==================== alu_16bit_arbiter_flat
--- src/rtl/alu_16bit_arbiter_pkg.sv ---
`default_nettype none
// ============================================================================
//  Module      : alu_pkg
//  Description : Shared definitions for the two-requester ALU arbiter:
//                opcode encodings, arbiter FSM state type and the bit
//                positions of the compare vector.
//  Revision    : 1.0  initial release
// ============================================================================
package alu_pkg;

    // ALU opcode encodings (3-bit field, all eight values defined)
    localparam logic [2:0] OP_ADD = 3'b000;
    localparam logic [2:0] OP_SUB = 3'b001;
    localparam logic [2:0] OP_AND = 3'b010;
    localparam logic [2:0] OP_OR  = 3'b011;
    localparam logic [2:0] OP_EQ  = 3'b100;
    localparam logic [2:0] OP_GT  = 3'b101;
    localparam logic [2:0] OP_LT  = 3'b110;
    localparam logic [2:0] OP_MUL = 3'b111;

    // Arbiter FSM states
    typedef enum logic [1:0] {
        IDLE = 2'd0,
        EXEC = 2'd1,
        RESP = 2'd2
    } alu_arb_state_t;

    // Bit positions inside the 3-bit compare vector
    localparam int CMP_LT = 2;
    localparam int CMP_GT = 1;
    localparam int CMP_EQ = 0;

endpackage : alu_pkg
`default_nettype wire

--- src/rtl/alu_16bit_arbiter_if.sv ---
`default_nettype none
// ============================================================================
//  Module      : alu_16bit_arbiter_if
//  Description : Bundle of the two request channels and the tagged response
//                channel of the ALU arbiter.
//                slave  modport : arbiter side (accepts requests, drives
//                                 responses)
//                master modport : requester / consumer side
//  Parameters  : DATA_W - operand and result width
//  Signals     : reqN_valid/ready, reqN_opcode[2:0], reqN_a, reqN_b, reqN_cin
//                rsp_valid/ready, rsp_id, rsp_result, rsp_mul_high,
//                rsp_mul_low, rsp_compare[2:0], rsp_parity, rsp_overflow,
//                rsp_c_out
//  Revision    : 1.0  initial release
// ============================================================================
interface alu_16bit_arbiter_if #(
    parameter int DATA_W = 16
);
    // Requester 0
    logic              req0_valid;
    logic              req0_ready;
    logic [2:0]        req0_opcode;
    logic [DATA_W-1:0] req0_a;
    logic [DATA_W-1:0] req0_b;
    logic              req0_cin;
    // Requester 1
    logic              req1_valid;
    logic              req1_ready;
    logic [2:0]        req1_opcode;
    logic [DATA_W-1:0] req1_a;
    logic [DATA_W-1:0] req1_b;
    logic              req1_cin;
    // Response channel
    logic              rsp_valid;
    logic              rsp_ready;
    logic              rsp_id;
    logic [DATA_W-1:0] rsp_result;
    logic [DATA_W-1:0] rsp_mul_high;
    logic [DATA_W-1:0] rsp_mul_low;
    logic [2:0]        rsp_compare;
    logic              rsp_parity;
    logic              rsp_overflow;
    logic              rsp_c_out;

    modport slave (
        input  req0_valid, req0_opcode, req0_a, req0_b, req0_cin,
        output req0_ready,
        input  req1_valid, req1_opcode, req1_a, req1_b, req1_cin,
        output req1_ready,
        output rsp_valid, rsp_id, rsp_result, rsp_mul_high, rsp_mul_low,
        output rsp_compare, rsp_parity, rsp_overflow, rsp_c_out,
        input  rsp_ready
    );

    modport master (
        output req0_valid, req0_opcode, req0_a, req0_b, req0_cin,
        input  req0_ready,
        output req1_valid, req1_opcode, req1_a, req1_b, req1_cin,
        input  req1_ready,
        input  rsp_valid, rsp_id, rsp_result, rsp_mul_high, rsp_mul_low,
        input  rsp_compare, rsp_parity, rsp_overflow, rsp_c_out,
        output rsp_ready
    );

endinterface : alu_16bit_arbiter_if
`default_nettype wire

--- src/rtl/alu_16bit_arbiter_alu.sv ---
`default_nettype none
// ============================================================================
//  Module      : alu_16bit
//  Description : Purely combinational ALU shared by the arbiter.
//                result   : ADD a+b+cin, SUB a-b-cin, AND, OR,
//                           EQ/GT/LT -> 0/1 in bit 0 (unsigned compare),
//                           MUL -> 0 (product is on mul_high/mul_low)
//                compare  : {LT,GT,EQ} of a vs b, unsigned, every opcode
//                mul_*    : full unsigned product a*b, every opcode
//                c_out    : carry (ADD) / borrow (SUB), else 0
//                overflow : signed overflow (ADD/SUB), product wider than
//                           WIDTH (MUL), else 0
//                parity   : XOR reduction of result
//  Ports       : opcode[2:0], a, b, cin (in); result, mul_high, mul_low,
//                compare[2:0], parity, overflow, c_out (out)
//  Revision    : 1.0  initial release
// ============================================================================
module alu_16bit
    import alu_pkg::*;
#(
    parameter int WIDTH = 16
) (
    input  logic [2:0]       opcode,
    input  logic [WIDTH-1:0] a,
    input  logic [WIDTH-1:0] b,
    input  logic             cin,
    output logic [WIDTH-1:0] result,
    output logic [WIDTH-1:0] mul_high,
    output logic [WIDTH-1:0] mul_low,
    output logic [2:0]       compare,
    output logic             parity,
    output logic             overflow,
    output logic             c_out
);

    logic [WIDTH:0]     sum;
    logic [WIDTH:0]     diff;
    logic [2*WIDTH-1:0] product;
    logic               add_ovf;
    logic               sub_ovf;

    always_comb begin
        sum     = {1'b0, a} + {1'b0, b} + {{WIDTH{1'b0}}, cin};
        // Top bit of the extended difference is the borrow out
        diff    = {1'b0, a} - {1'b0, b} - {{WIDTH{1'b0}}, cin};
        product = {{WIDTH{1'b0}}, a} * {{WIDTH{1'b0}}, b};

        // Same-sign operands producing a different-sign sum; for a-b the
        // subtrahend's sign is effectively inverted
        add_ovf = (a[WIDTH-1] == b[WIDTH-1]) && (sum[WIDTH-1]  != a[WIDTH-1]);
        sub_ovf = (a[WIDTH-1] != b[WIDTH-1]) && (diff[WIDTH-1] != a[WIDTH-1]);

        compare         = 3'b000;
        compare[CMP_LT] = (a <  b);
        compare[CMP_GT] = (a >  b);
        compare[CMP_EQ] = (a == b);

        result   = '0;
        overflow = 1'b0;
        c_out    = 1'b0;
        case (opcode)
            OP_ADD: begin
                result   = sum[WIDTH-1:0];
                c_out    = sum[WIDTH];
                overflow = add_ovf;
            end
            OP_SUB: begin
                result   = diff[WIDTH-1:0];
                c_out    = diff[WIDTH];
                overflow = sub_ovf;
            end
            OP_AND: result = a & b;
            OP_OR:  result = a | b;
            OP_EQ:  result = {{(WIDTH-1){1'b0}}, compare[CMP_EQ]};
            OP_GT:  result = {{(WIDTH-1){1'b0}}, compare[CMP_GT]};
            OP_LT:  result = {{(WIDTH-1){1'b0}}, compare[CMP_LT]};
            OP_MUL: overflow = |product[2*WIDTH-1:WIDTH];
            default: result = '0;
        endcase

        mul_high = product[2*WIDTH-1:WIDTH];
        mul_low  = product[WIDTH-1:0];
        parity   = ^result;
    end

endmodule : alu_16bit
`default_nettype wire

--- src/rtl/alu_16bit_arbiter.sv ---
`default_nettype none
// ============================================================================
//  Module      : alu_16bit_arbiter
//  Description : Shares one alu_16bit between two requesters. A round-robin
//                winner is accepted in IDLE, its operands are registered,
//                the ALU runs for one cycle (EXEC) and its outputs are
//                captured and presented on a tagged response channel (RESP)
//                until the consumer takes them.
//  Parameters  : DATA_W - operand/result width (must be 16)
//                CNT_W  - statistics counter width
//  Ports       : clk, rst_n (async, active low)
//                bus          - alu_16bit_arbiter_if.slave
//                stat_grant0/1 - saturating accept counters
//                                (only with ALU_ARB_STATS_EN defined)
//  Config      : `define ALU_ARB_STATS_EN to build the accept counters
//  Revision    : 1.0  initial release
// ============================================================================
module alu_16bit_arbiter
    import alu_pkg::*;
#(
    parameter int DATA_W = 16,
    parameter int CNT_W  = 16
) (
    input  logic                 clk,
    input  logic                 rst_n,
    alu_16bit_arbiter_if.slave   bus
`ifdef ALU_ARB_STATS_EN
    ,
    output logic [CNT_W-1:0]     stat_grant0,
    output logic [CNT_W-1:0]     stat_grant1
`endif
);

    localparam logic [1:0] S_IDLE = IDLE;
    localparam logic [1:0] S_EXEC = EXEC;
    localparam logic [1:0] S_RESP = RESP;

    if (DATA_W != 16) begin : g_data_w_check
        $error("alu_16bit_arbiter: DATA_W must be 16");
    end
    if (CNT_W < 1) begin : g_cnt_w_check
        $error("alu_16bit_arbiter: CNT_W must be at least 1");
    end

    // ------------------------------------------------------------------
    // State and operand registers
    // ------------------------------------------------------------------
    logic [1:0]        state_q,      state_d;
    logic              last_grant_q, last_grant_d;
    logic [2:0]        op_opcode_q,  op_opcode_d;
    logic [DATA_W-1:0] op_a_q,       op_a_d;
    logic [DATA_W-1:0] op_b_q,       op_b_d;
    logic              op_cin_q,     op_cin_d;
    logic              op_id_q,      op_id_d;

    // Captured response registers
    logic              rsp_id_q,       rsp_id_d;
    logic [DATA_W-1:0] rsp_result_q,   rsp_result_d;
    logic [DATA_W-1:0] rsp_mul_high_q, rsp_mul_high_d;
    logic [DATA_W-1:0] rsp_mul_low_q,  rsp_mul_low_d;
    logic [2:0]        rsp_compare_q,  rsp_compare_d;
    logic              rsp_parity_q,   rsp_parity_d;
    logic              rsp_overflow_q, rsp_overflow_d;
    logic              rsp_c_out_q,    rsp_c_out_d;

    // ALU outputs
    logic [DATA_W-1:0] alu_result;
    logic [DATA_W-1:0] alu_mul_high;
    logic [DATA_W-1:0] alu_mul_low;
    logic [2:0]        alu_compare;
    logic              alu_parity;
    logic              alu_overflow;
    logic              alu_c_out;

    // Arbitration
    logic              is_idle;
    logic              grant0;
    logic              grant1;

    // ------------------------------------------------------------------
    // Round-robin winner: a lone requester always wins; on a tie the
    // requester that was not granted last time wins. Ready is purely
    // combinational from the valids so nothing is reserved across cycles.
    // ------------------------------------------------------------------
    always_comb begin
        is_idle = (state_q == S_IDLE);
        grant0  = is_idle && bus.req0_valid && !(bus.req1_valid && !last_grant_q);
        grant1  = is_idle && bus.req1_valid && !(bus.req0_valid &&  last_grant_q);
    end

    assign bus.req0_ready = grant0;
    assign bus.req1_ready = grant1;

    // ------------------------------------------------------------------
    // Shared ALU, fed only from the operand registers
    // ------------------------------------------------------------------
    alu_16bit #(
        .WIDTH (DATA_W)
    ) u_alu (
        .opcode   (op_opcode_q),
        .a        (op_a_q),
        .b        (op_b_q),
        .cin      (op_cin_q),
        .result   (alu_result),
        .mul_high (alu_mul_high),
        .mul_low  (alu_mul_low),
        .compare  (alu_compare),
        .parity   (alu_parity),
        .overflow (alu_overflow),
        .c_out    (alu_c_out)
    );

    // ------------------------------------------------------------------
    // Next-state logic
    // ------------------------------------------------------------------
    always_comb begin
        state_d        = state_q;
        last_grant_d   = last_grant_q;
        op_opcode_d    = op_opcode_q;
        op_a_d         = op_a_q;
        op_b_d         = op_b_q;
        op_cin_d       = op_cin_q;
        op_id_d        = op_id_q;
        rsp_id_d       = rsp_id_q;
        rsp_result_d   = rsp_result_q;
        rsp_mul_high_d = rsp_mul_high_q;
        rsp_mul_low_d  = rsp_mul_low_q;
        rsp_compare_d  = rsp_compare_q;
        rsp_parity_d   = rsp_parity_q;
        rsp_overflow_d = rsp_overflow_q;
        rsp_c_out_d    = rsp_c_out_q;

        case (state_q)
            S_IDLE: begin
                if (grant0 || grant1) begin
                    // grant1 doubles as the winner index
                    op_opcode_d  = grant1 ? bus.req1_opcode : bus.req0_opcode;
                    op_a_d       = grant1 ? bus.req1_a      : bus.req0_a;
                    op_b_d       = grant1 ? bus.req1_b      : bus.req0_b;
                    op_cin_d     = grant1 ? bus.req1_cin    : bus.req0_cin;
                    op_id_d      = grant1;
                    last_grant_d = grant1;
                    state_d      = S_EXEC;
                end
            end
            S_EXEC: begin
                rsp_id_d       = op_id_q;
                rsp_result_d   = alu_result;
                rsp_mul_high_d = alu_mul_high;
                rsp_mul_low_d  = alu_mul_low;
                rsp_compare_d  = alu_compare;
                rsp_parity_d   = alu_parity;
                rsp_overflow_d = alu_overflow;
                rsp_c_out_d    = alu_c_out;
                state_d        = S_RESP;
            end
            S_RESP: begin
                if (bus.rsp_ready) begin
                    state_d = S_IDLE;
                end
            end
            default: state_d = S_IDLE;
        endcase
    end

    always_ff @(posedge clk or negedge rst_n) begin
        if (!rst_n) begin
            state_q        <= S_IDLE;
            // Reset to 1 so requester 0 wins the first tie
            last_grant_q   <= 1'b1;
            op_opcode_q    <= 3'b000;
            op_a_q         <= '0;
            op_b_q         <= '0;
            op_cin_q       <= 1'b0;
            op_id_q        <= 1'b0;
            rsp_id_q       <= 1'b0;
            rsp_result_q   <= '0;
            rsp_mul_high_q <= '0;
            rsp_mul_low_q  <= '0;
            rsp_compare_q  <= 3'b000;
            rsp_parity_q   <= 1'b0;
            rsp_overflow_q <= 1'b0;
            rsp_c_out_q    <= 1'b0;
        end else begin
            state_q        <= state_d;
            last_grant_q   <= last_grant_d;
            op_opcode_q    <= op_opcode_d;
            op_a_q         <= op_a_d;
            op_b_q         <= op_b_d;
            op_cin_q       <= op_cin_d;
            op_id_q        <= op_id_d;
            rsp_id_q       <= rsp_id_d;
            rsp_result_q   <= rsp_result_d;
            rsp_mul_high_q <= rsp_mul_high_d;
            rsp_mul_low_q  <= rsp_mul_low_d;
            rsp_compare_q  <= rsp_compare_d;
            rsp_parity_q   <= rsp_parity_d;
            rsp_overflow_q <= rsp_overflow_d;
            rsp_c_out_q    <= rsp_c_out_d;
        end
    end

    // Derived from the asynchronously reset state, so it drops at once
    assign bus.rsp_valid    = (state_q == S_RESP);
    assign bus.rsp_id       = rsp_id_q;
    assign bus.rsp_result   = rsp_result_q;
    assign bus.rsp_mul_high = rsp_mul_high_q;
    assign bus.rsp_mul_low  = rsp_mul_low_q;
    assign bus.rsp_compare  = rsp_compare_q;
    assign bus.rsp_parity   = rsp_parity_q;
    assign bus.rsp_overflow = rsp_overflow_q;
    assign bus.rsp_c_out    = rsp_c_out_q;

`ifdef ALU_ARB_STATS_EN
    // ------------------------------------------------------------------
    // Saturating per-requester accept counters
    // ------------------------------------------------------------------
    logic [CNT_W-1:0] stat_grant0_q, stat_grant0_d;
    logic [CNT_W-1:0] stat_grant1_q, stat_grant1_d;

    always_comb begin
        stat_grant0_d = stat_grant0_q;
        stat_grant1_d = stat_grant1_q;
        if (grant0 && (stat_grant0_q != {CNT_W{1'b1}})) begin
            stat_grant0_d = stat_grant0_q + {{(CNT_W-1){1'b0}}, 1'b1};
        end
        if (grant1 && (stat_grant1_q != {CNT_W{1'b1}})) begin
            stat_grant1_d = stat_grant1_q + {{(CNT_W-1){1'b0}}, 1'b1};
        end
    end

    always_ff @(posedge clk or negedge rst_n) begin
        if (!rst_n) begin
            stat_grant0_q <= '0;
            stat_grant1_q <= '0;
        end else begin
            stat_grant0_q <= stat_grant0_d;
            stat_grant1_q <= stat_grant1_d;
        end
    end

    assign stat_grant0 = stat_grant0_q;
    assign stat_grant1 = stat_grant1_q;
`endif

endmodule : alu_16bit_arbiter
`default_nettype wire

--- src/flat_wrapper.sv ---
// flat-port wrapper written by rule: the top's interface ports become plain ports
module alu_16bit_arbiter_flat import alu_pkg::*;
#(
    parameter int DATA_W = 16,
    parameter int CNT_W  = 16
)
  (clk, rst_n, bus_req0_valid, bus_req0_opcode, bus_req0_a, bus_req0_b, bus_req0_cin, bus_req0_ready, bus_req1_valid, bus_req1_opcode, bus_req1_a, bus_req1_b, bus_req1_cin, bus_req1_ready, bus_rsp_valid, bus_rsp_id, bus_rsp_result, bus_rsp_mul_high, bus_rsp_mul_low, bus_rsp_compare, bus_rsp_parity, bus_rsp_overflow, bus_rsp_c_out, bus_rsp_ready);
  alu_16bit_arbiter_if #(.DATA_W(DATA_W)) bus_i ();
  input  logic clk;
  input  logic rst_n;
  input wire logic [$bits(bus_i.req0_valid)-1:0] bus_req0_valid;
  input wire logic [$bits(bus_i.req0_opcode)-1:0] bus_req0_opcode;
  input wire logic [$bits(bus_i.req0_a)-1:0] bus_req0_a;
  input wire logic [$bits(bus_i.req0_b)-1:0] bus_req0_b;
  input wire logic [$bits(bus_i.req0_cin)-1:0] bus_req0_cin;
  output wire logic [$bits(bus_i.req0_ready)-1:0] bus_req0_ready;
  input wire logic [$bits(bus_i.req1_valid)-1:0] bus_req1_valid;
  input wire logic [$bits(bus_i.req1_opcode)-1:0] bus_req1_opcode;
  input wire logic [$bits(bus_i.req1_a)-1:0] bus_req1_a;
  input wire logic [$bits(bus_i.req1_b)-1:0] bus_req1_b;
  input wire logic [$bits(bus_i.req1_cin)-1:0] bus_req1_cin;
  output wire logic [$bits(bus_i.req1_ready)-1:0] bus_req1_ready;
  output wire logic [$bits(bus_i.rsp_valid)-1:0] bus_rsp_valid;
  output wire logic [$bits(bus_i.rsp_id)-1:0] bus_rsp_id;
  output wire logic [$bits(bus_i.rsp_result)-1:0] bus_rsp_result;
  output wire logic [$bits(bus_i.rsp_mul_high)-1:0] bus_rsp_mul_high;
  output wire logic [$bits(bus_i.rsp_mul_low)-1:0] bus_rsp_mul_low;
  output wire logic [$bits(bus_i.rsp_compare)-1:0] bus_rsp_compare;
  output wire logic [$bits(bus_i.rsp_parity)-1:0] bus_rsp_parity;
  output wire logic [$bits(bus_i.rsp_overflow)-1:0] bus_rsp_overflow;
  output wire logic [$bits(bus_i.rsp_c_out)-1:0] bus_rsp_c_out;
  input wire logic [$bits(bus_i.rsp_ready)-1:0] bus_rsp_ready;
  assign bus_i.req0_valid = bus_req0_valid;
  assign bus_i.req0_opcode = bus_req0_opcode;
  assign bus_i.req0_a = bus_req0_a;
  assign bus_i.req0_b = bus_req0_b;
  assign bus_i.req0_cin = bus_req0_cin;
  assign bus_req0_ready = bus_i.req0_ready;
  assign bus_i.req1_valid = bus_req1_valid;
  assign bus_i.req1_opcode = bus_req1_opcode;
  assign bus_i.req1_a = bus_req1_a;
  assign bus_i.req1_b = bus_req1_b;
  assign bus_i.req1_cin = bus_req1_cin;
  assign bus_req1_ready = bus_i.req1_ready;
  assign bus_rsp_valid = bus_i.rsp_valid;
  assign bus_rsp_id = bus_i.rsp_id;
  assign bus_rsp_result = bus_i.rsp_result;
  assign bus_rsp_mul_high = bus_i.rsp_mul_high;
  assign bus_rsp_mul_low = bus_i.rsp_mul_low;
  assign bus_rsp_compare = bus_i.rsp_compare;
  assign bus_rsp_parity = bus_i.rsp_parity;
  assign bus_rsp_overflow = bus_i.rsp_overflow;
  assign bus_rsp_c_out = bus_i.rsp_c_out;
  assign bus_i.rsp_ready = bus_rsp_ready;
  alu_16bit_arbiter #(.DATA_W(DATA_W), .CNT_W(CNT_W)) u_core (.clk(clk), .rst_n(rst_n), .bus(bus_i));
endmodule
--- config.mk ---
export PLATFORM = sky130hd
export DESIGN_NAME = alu_16bit_arbiter_flat
export DESIGN_NICKNAME = d
export VERILOG_FILES = /design/src/rtl/alu_16bit_arbiter_pkg.sv /design/src/rtl/alu_16bit_arbiter_if.sv /design/src/rtl/alu_16bit_arbiter_alu.sv /design/src/rtl/alu_16bit_arbiter.sv /design/src/flat_wrapper.sv
export SDC_FILE = /design/constraint.sdc
export NUM_CORES = 1
export LEC_CHECK = 0
export CAP_MARGIN = 20
export CELL_PAD_IN_SITES_DETAIL_PLACEMENT = 1
export CELL_PAD_IN_SITES_GLOBAL_PLACEMENT = 1
export CORE_UTILIZATION = 49
export DETAILED_ROUTE_END_ITERATION = 7
export PLACE_DENSITY_LB_ADDON = 0.08
export SYNTH_ARGS = -nofsm -noshare
export SYNTH_HDL_FRONTEND = slang
export SYNTH_SLANG_ARGS = --single-unit
--- constraint.sdc ---
create_clock -name clk -period 17.7 [get_ports clk]
set_input_delay 4.425 -clock clk [delete_from_list [all_inputs] [get_ports clk]]
set_output_delay 4.425 -clock clk [all_outputs]
set_load 0.01 [all_outputs]
==================== booth_r4_seq_ctrl
--- config.mk ---
export PLATFORM = sky130hd
export DESIGN_NAME = booth_r4_seq_ctrl
export DESIGN_NICKNAME = d
export VERILOG_FILES = /design/src/rtl/booth_r4_seq_ctrl.sv
export SDC_FILE = /design/constraint.sdc
export NUM_CORES = 1
export LEC_CHECK = 0
export CORE_ASPECT_RATIO = 2
export CORE_MARGIN = 4
export CORE_UTILIZATION = 40
export CTS_CLUSTER_SIZE = 40
export DETAILED_ROUTE_END_ITERATION = 12
export PLACE_DENSITY = 0.72
export REMOVE_ABC_BUFFERS = 1
export SLEW_MARGIN = 10
export SYNTH_ARGS = -nofsm -noshare
export SYNTH_HDL_FRONTEND = slang
export SYNTH_SLANG_ARGS = --single-unit
--- constraint.sdc ---
create_clock -name clk -period 1.6 [get_ports clk]
set_input_delay 0.32 -clock clk [delete_from_list [all_inputs] [get_ports clk]]
set_output_delay 0.32 -clock clk [all_outputs]
set_load 0.05 [all_outputs]
--- src/rtl/booth_r4_seq_ctrl.sv ---
// rtl/booth_r4_seq_ctrl.sv - radix-4 Booth sequencer for a signed 8x8 multiply using a shared 9-bit adder
// Optional product accumulator enabled by defining MACC_ACCUM_EN.
module booth_r4_seq_ctrl #(
  parameter int ACC_W = 20
) (
  input  logic             clk,
  input  logic             rst,
  input  logic             in_valid,
  output logic             in_ready,
  input  logic [7:0]       a_in,
  input  logic [7:0]       b_in,
  output logic             out_valid,
  input  logic             out_ready,
  output logic [15:0]      product,
  input  logic             acc_clr,
  output logic [ACC_W-1:0] acc_out,
  output logic [8:0]       adder_a,
  output logic [8:0]       adder_b,
  output logic             adder_cin,
  input  logic [9:0]       adder_sum
);

  typedef enum logic [1:0] {
    IDLE = 2'd0,
    RUN  = 2'd1,
    DONE = 2'd2
  } state_t;

  state_t      state, state_nxt;
  logic [7:0]  m_reg;
  logic [7:0]  q_reg;
  logic        q_m1;
  logic [8:0]  p_reg;
  logic [1:0]  iter;
  logic [15:0] product_reg;

  logic [2:0]  digit;
  logic [8:0]  m9, m2;
  logic [8:0]  mult;
  logic        neg;
  logic [9:0]  s10;
  logic [8:0]  p_new;
  logic [7:0]  q_new;

  assign digit = {q_reg[1:0], q_m1};
  assign m9    = {m_reg[7], m_reg};
  assign m2    = {m_reg, 1'b0};

  always_comb begin
    mult = '0;
    neg  = 1'b0;
    case (digit)
      3'b001, 3'b010: mult = m9;
      3'b011:         mult = m2;
      3'b100: begin
        mult = m2;
        neg  = 1'b1;
      end
      3'b101, 3'b110: begin
        mult = m9;
        neg  = 1'b1;
      end
      default: begin
        mult = '0;
        neg  = 1'b0;
      end
    endcase
  end

  // Adder is released to other users whenever we are not iterating.
  always_comb begin
    adder_a   = '0;
    adder_b   = '0;
    adder_cin = 1'b0;
    if (state == RUN) begin
      adder_a   = p_reg;
      adder_b   = neg ? ~mult : mult;
      adder_cin = neg;
    end
  end

  // Recover the true 10-bit signed sum from the 9-bit operands and carry out.
  assign s10   = {adder_a[8] ^ adder_b[8] ^ adder_sum[9], adder_sum[8:0]};
  assign p_new = {s10[9], s10[9:2]};
  assign q_new = {s10[1:0], q_reg[7:2]};

  always_ff @(posedge clk) begin
    if (rst) state <= IDLE;
    else     state <= state_nxt;
  end

  always_comb begin
    state_nxt = state;
    in_ready  = 1'b0;
    out_valid = 1'b0;
    case (state)
      IDLE: begin
        in_ready = 1'b1;
        if (in_valid) state_nxt = RUN;
      end
      RUN: begin
        if (iter == 2'd3) state_nxt = DONE;
      end
      DONE: begin
        out_valid = 1'b1;
        if (out_ready) state_nxt = IDLE;
      end
      default: state_nxt = IDLE;
    endcase
  end

  always_ff @(posedge clk) begin
    if (rst) begin
      m_reg       <= '0;
      q_reg       <= '0;
      q_m1        <= 1'b0;
      p_reg       <= '0;
      iter        <= '0;
      product_reg <= '0;
    end else begin
      case (state)
        IDLE: begin
          if (in_valid) begin
            m_reg <= a_in;
            q_reg <= b_in;
            q_m1  <= 1'b0;
            p_reg <= '0;
            iter  <= '0;
          end
        end
        RUN: begin
          p_reg <= p_new;
          q_reg <= q_new;
          q_m1  <= q_reg[1];
          iter  <= iter + 2'd1;
          if (iter == 2'd3) product_reg <= {p_new[7:0], q_new};
        end
        default: ;
      endcase
    end
  end

  assign product = product_reg;

`ifdef MACC_ACCUM_EN
  logic [ACC_W-1:0] acc;
  logic [ACC_W-1:0] acc_base;

  // A clear coinciding with an accumulate restarts from this product.
  assign acc_base = acc_clr ? '0 : acc;

  always_ff @(posedge clk) begin
    if (rst) begin
      acc <= '0;
    end else if (state == DONE && out_ready) begin
      acc <= acc_base + ACC_W'(signed'(product_reg));
    end else if (acc_clr) begin
      acc <= '0;
    end
  end

  assign acc_out = acc;
`else
  logic unused_acc_clr;
  assign unused_acc_clr = acc_clr;
  assign acc_out        = '0;
`endif

endmodule

### Routing congestion, booth_r4_seq_ctrl

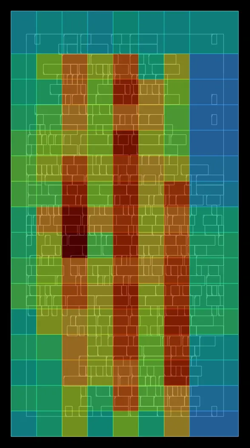
gr busiest metal: met2
Util after Layout: 64.3%

==> summary.txt, booth_r4_seq_ctrl <==
flow finished, numbers: Iter 0 DRT Violations=116, # Cells Yosys=297, CTS tree=built, Critical R2R Capture=product[15], Main synth FF type=dfxtp_1, Non-Filler Instances=440, Met3 Wirelength=354 um, Post-synth mux share=0.492%, final max-slew violation count=0, Post-synth top cells=nand2_1, dfxtp_1, a21oi_1, nor2_1, buf_4, flops & latches, synth=45, Unique cell types=38, GR Overflow Total=0, failing checks=negative setup slack, Hold EP=p_reg[7], hold buffer count at cts=0, CP peak stage delay=0.43 ns, vias per std cell=5.17, Final period util=121%, Critical Path AT=1.62 ns, EDFF count, synth=0, sequential cell count=45, RSZ-0062 raised after global routing=yes, setup ws final=-0.343 ns, Basic Gates by Area=26.5%, tool warning count=28, register share after synthesis=39.3%, critical path depth=5, max reg flops=16, number of clock sinks=45, leading area contributor after synthesis=dfxtp_1, FFs w/ async S/R, synth=0%, Init Core Util=41.5%, most frequent cells in the layout=nand2_1, dfxtp_1, buf_4, a21oi_1, clkdlybuf4s50_1, status=complete, but fails checks, Logic area=1310 sq um, H-tree levels=2, Fin. Hold Viols=0, GPL Wtd Cong=0.792, cell class ranked first by area=logic gates, final setup fails=18, largest net degree at the start of global routing=19, post_cts resized=42, CP endpoint=adder_b[7], PortBufs=66, # IOs=88, M3 GR Usage=2.02%, buffer share of cell area=31.3%, Final ANT Viol Nets=0
[booth_r4_seq_ctrl: per-stage QoR]
stage | util [%] | instance area [sq um] | worst slack [ns]
floorplan | - | 2080 | -1.08
global route | 64.3 | 3550 | -0.436
detailed placement | 56.9 | 3140 | -0.225
global placement | 56.9 | 3140 | -0.168
finish | 64.3 | 3550 | -0.343
CTS | 64.1 | 3540 | -0.323
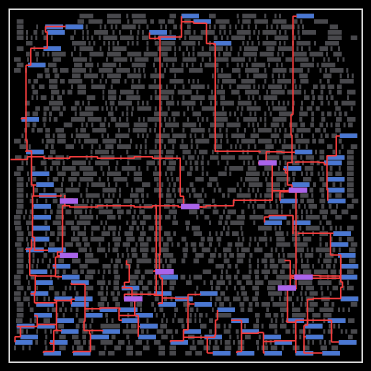
*Clock wires, drivers and flops, alu_16bit_arbiter_flat*
Scale: 2 px per um.
cells driving clock nets: marked purple, count 9. clock wires: marked red, length 1820 um. flip-flops: marked blue, count 95.
Position of the flops: widely spread.
clk ins delay skew pair: 0.39 ns
clk_skew: 0.0157 ns

==> summary.txt, alu_16bit_arbiter_flat <==
flow finished, numbers: GPL Wtd Cong=0.935, CP delay by family, top=buffers and inverters, worst endpoint required time=13.28 ns, most frequent cells in the layout=nand2_1, inv_1, fa_1, ha_1, nor2_1, clock-cell share of area=1.80%, Util after Layout=56.5%, DR DRC count=0, first-pass GRT wire length=78600 um, die area=30900 sq um, main logic family after synthesis=adder cells, number of clock sinks=95, max capacitance violation total=0, met1 WL=19700 um, flops & latches, synth=95, Unique cell types=69, Fin. Hold Viols=0, Final min period=11.57 ns, Clock Tree Buf Depth=2, GRT Util Overall=33.8%, worst path bufs/invs=4, Final period util=65.4%, Avg WL per Cell=22.3 um, Init Core Util=49.9%, most frequent cell on the critical path=clkdlybuf4s50_1, critical path cell sequence=clkdlybuf4s50_1 -> nand2b_1 -> nand3_2 -> buf_16 -> inv_2 -> clkdlybuf4s50_1, largest net degree at the start of global routing=77, crit path capture type=output pin, Nets=2298, Net Count, Synth=2219, crit path kind=input port to output pin, Logic inverters=304, Critical Path AT=7.14 ns, postcts setup bufs=0, FF/Latch Area=2380 sq um, CP endpoint=bus_req0_ready, slowest CP cell=clkdlybuf4s50_1, Yosys chip area=14800 sq um, Area leader share=26.8%, worst reg2reg path depth=23, # diodes=0, top cells, area=fa_1, dfrtp_1, ha_1, nand2_1, inv_1, hold buffer count at cts=0, final setup fails=0, syn_area_per_cell=8.39 sq um, # Cells Yosys=1762, Tap Count=390, Comb/total area=65.8%, RSZ-0062 raised after global routing=no, non-clock buffer count=142, relative slew slack=29.0%, status=finished, final reports clean
alu_16bit_arbiter_flat: per-stage QoR:
stage / setup WS, ns / std cells / instance area [sq um] / hold slack, ns
global route: 6.02 / 2236 / 16700 / 0.502
detailed placement: 5.66 / 2219 / 16400 / 0.465
floorplan: 8.02 / 1762 / 14800 / 0.439
global placement: 5.74 / 2219 / 16400 / 0.456
CTS: 5.65 / 2235 / 16700 / 0.481
finish: 6.13 / 2236 / 16700 / 0.478


==> gallery <==
The metal 4 layer.
panel A
Scale: 4 px per um. Supply wires on this layer in gray.
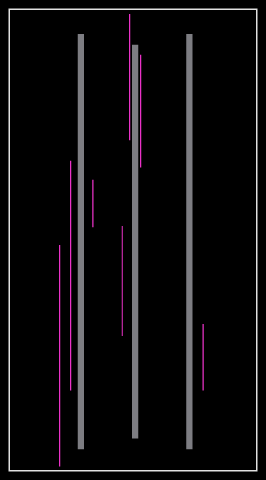
panel B
Scale: 2 px per um. Supply wires on this layer in gray.
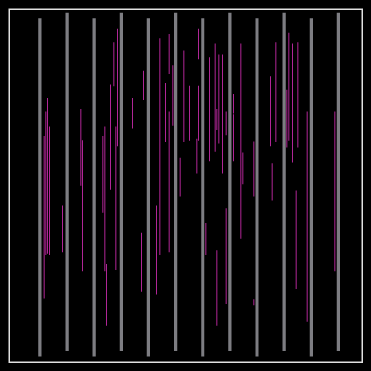
Panel A is booth_r4_seq_ctrl.
Panel B is alu_16bit_arbiter_flat.
The one with the largest die is panel B.

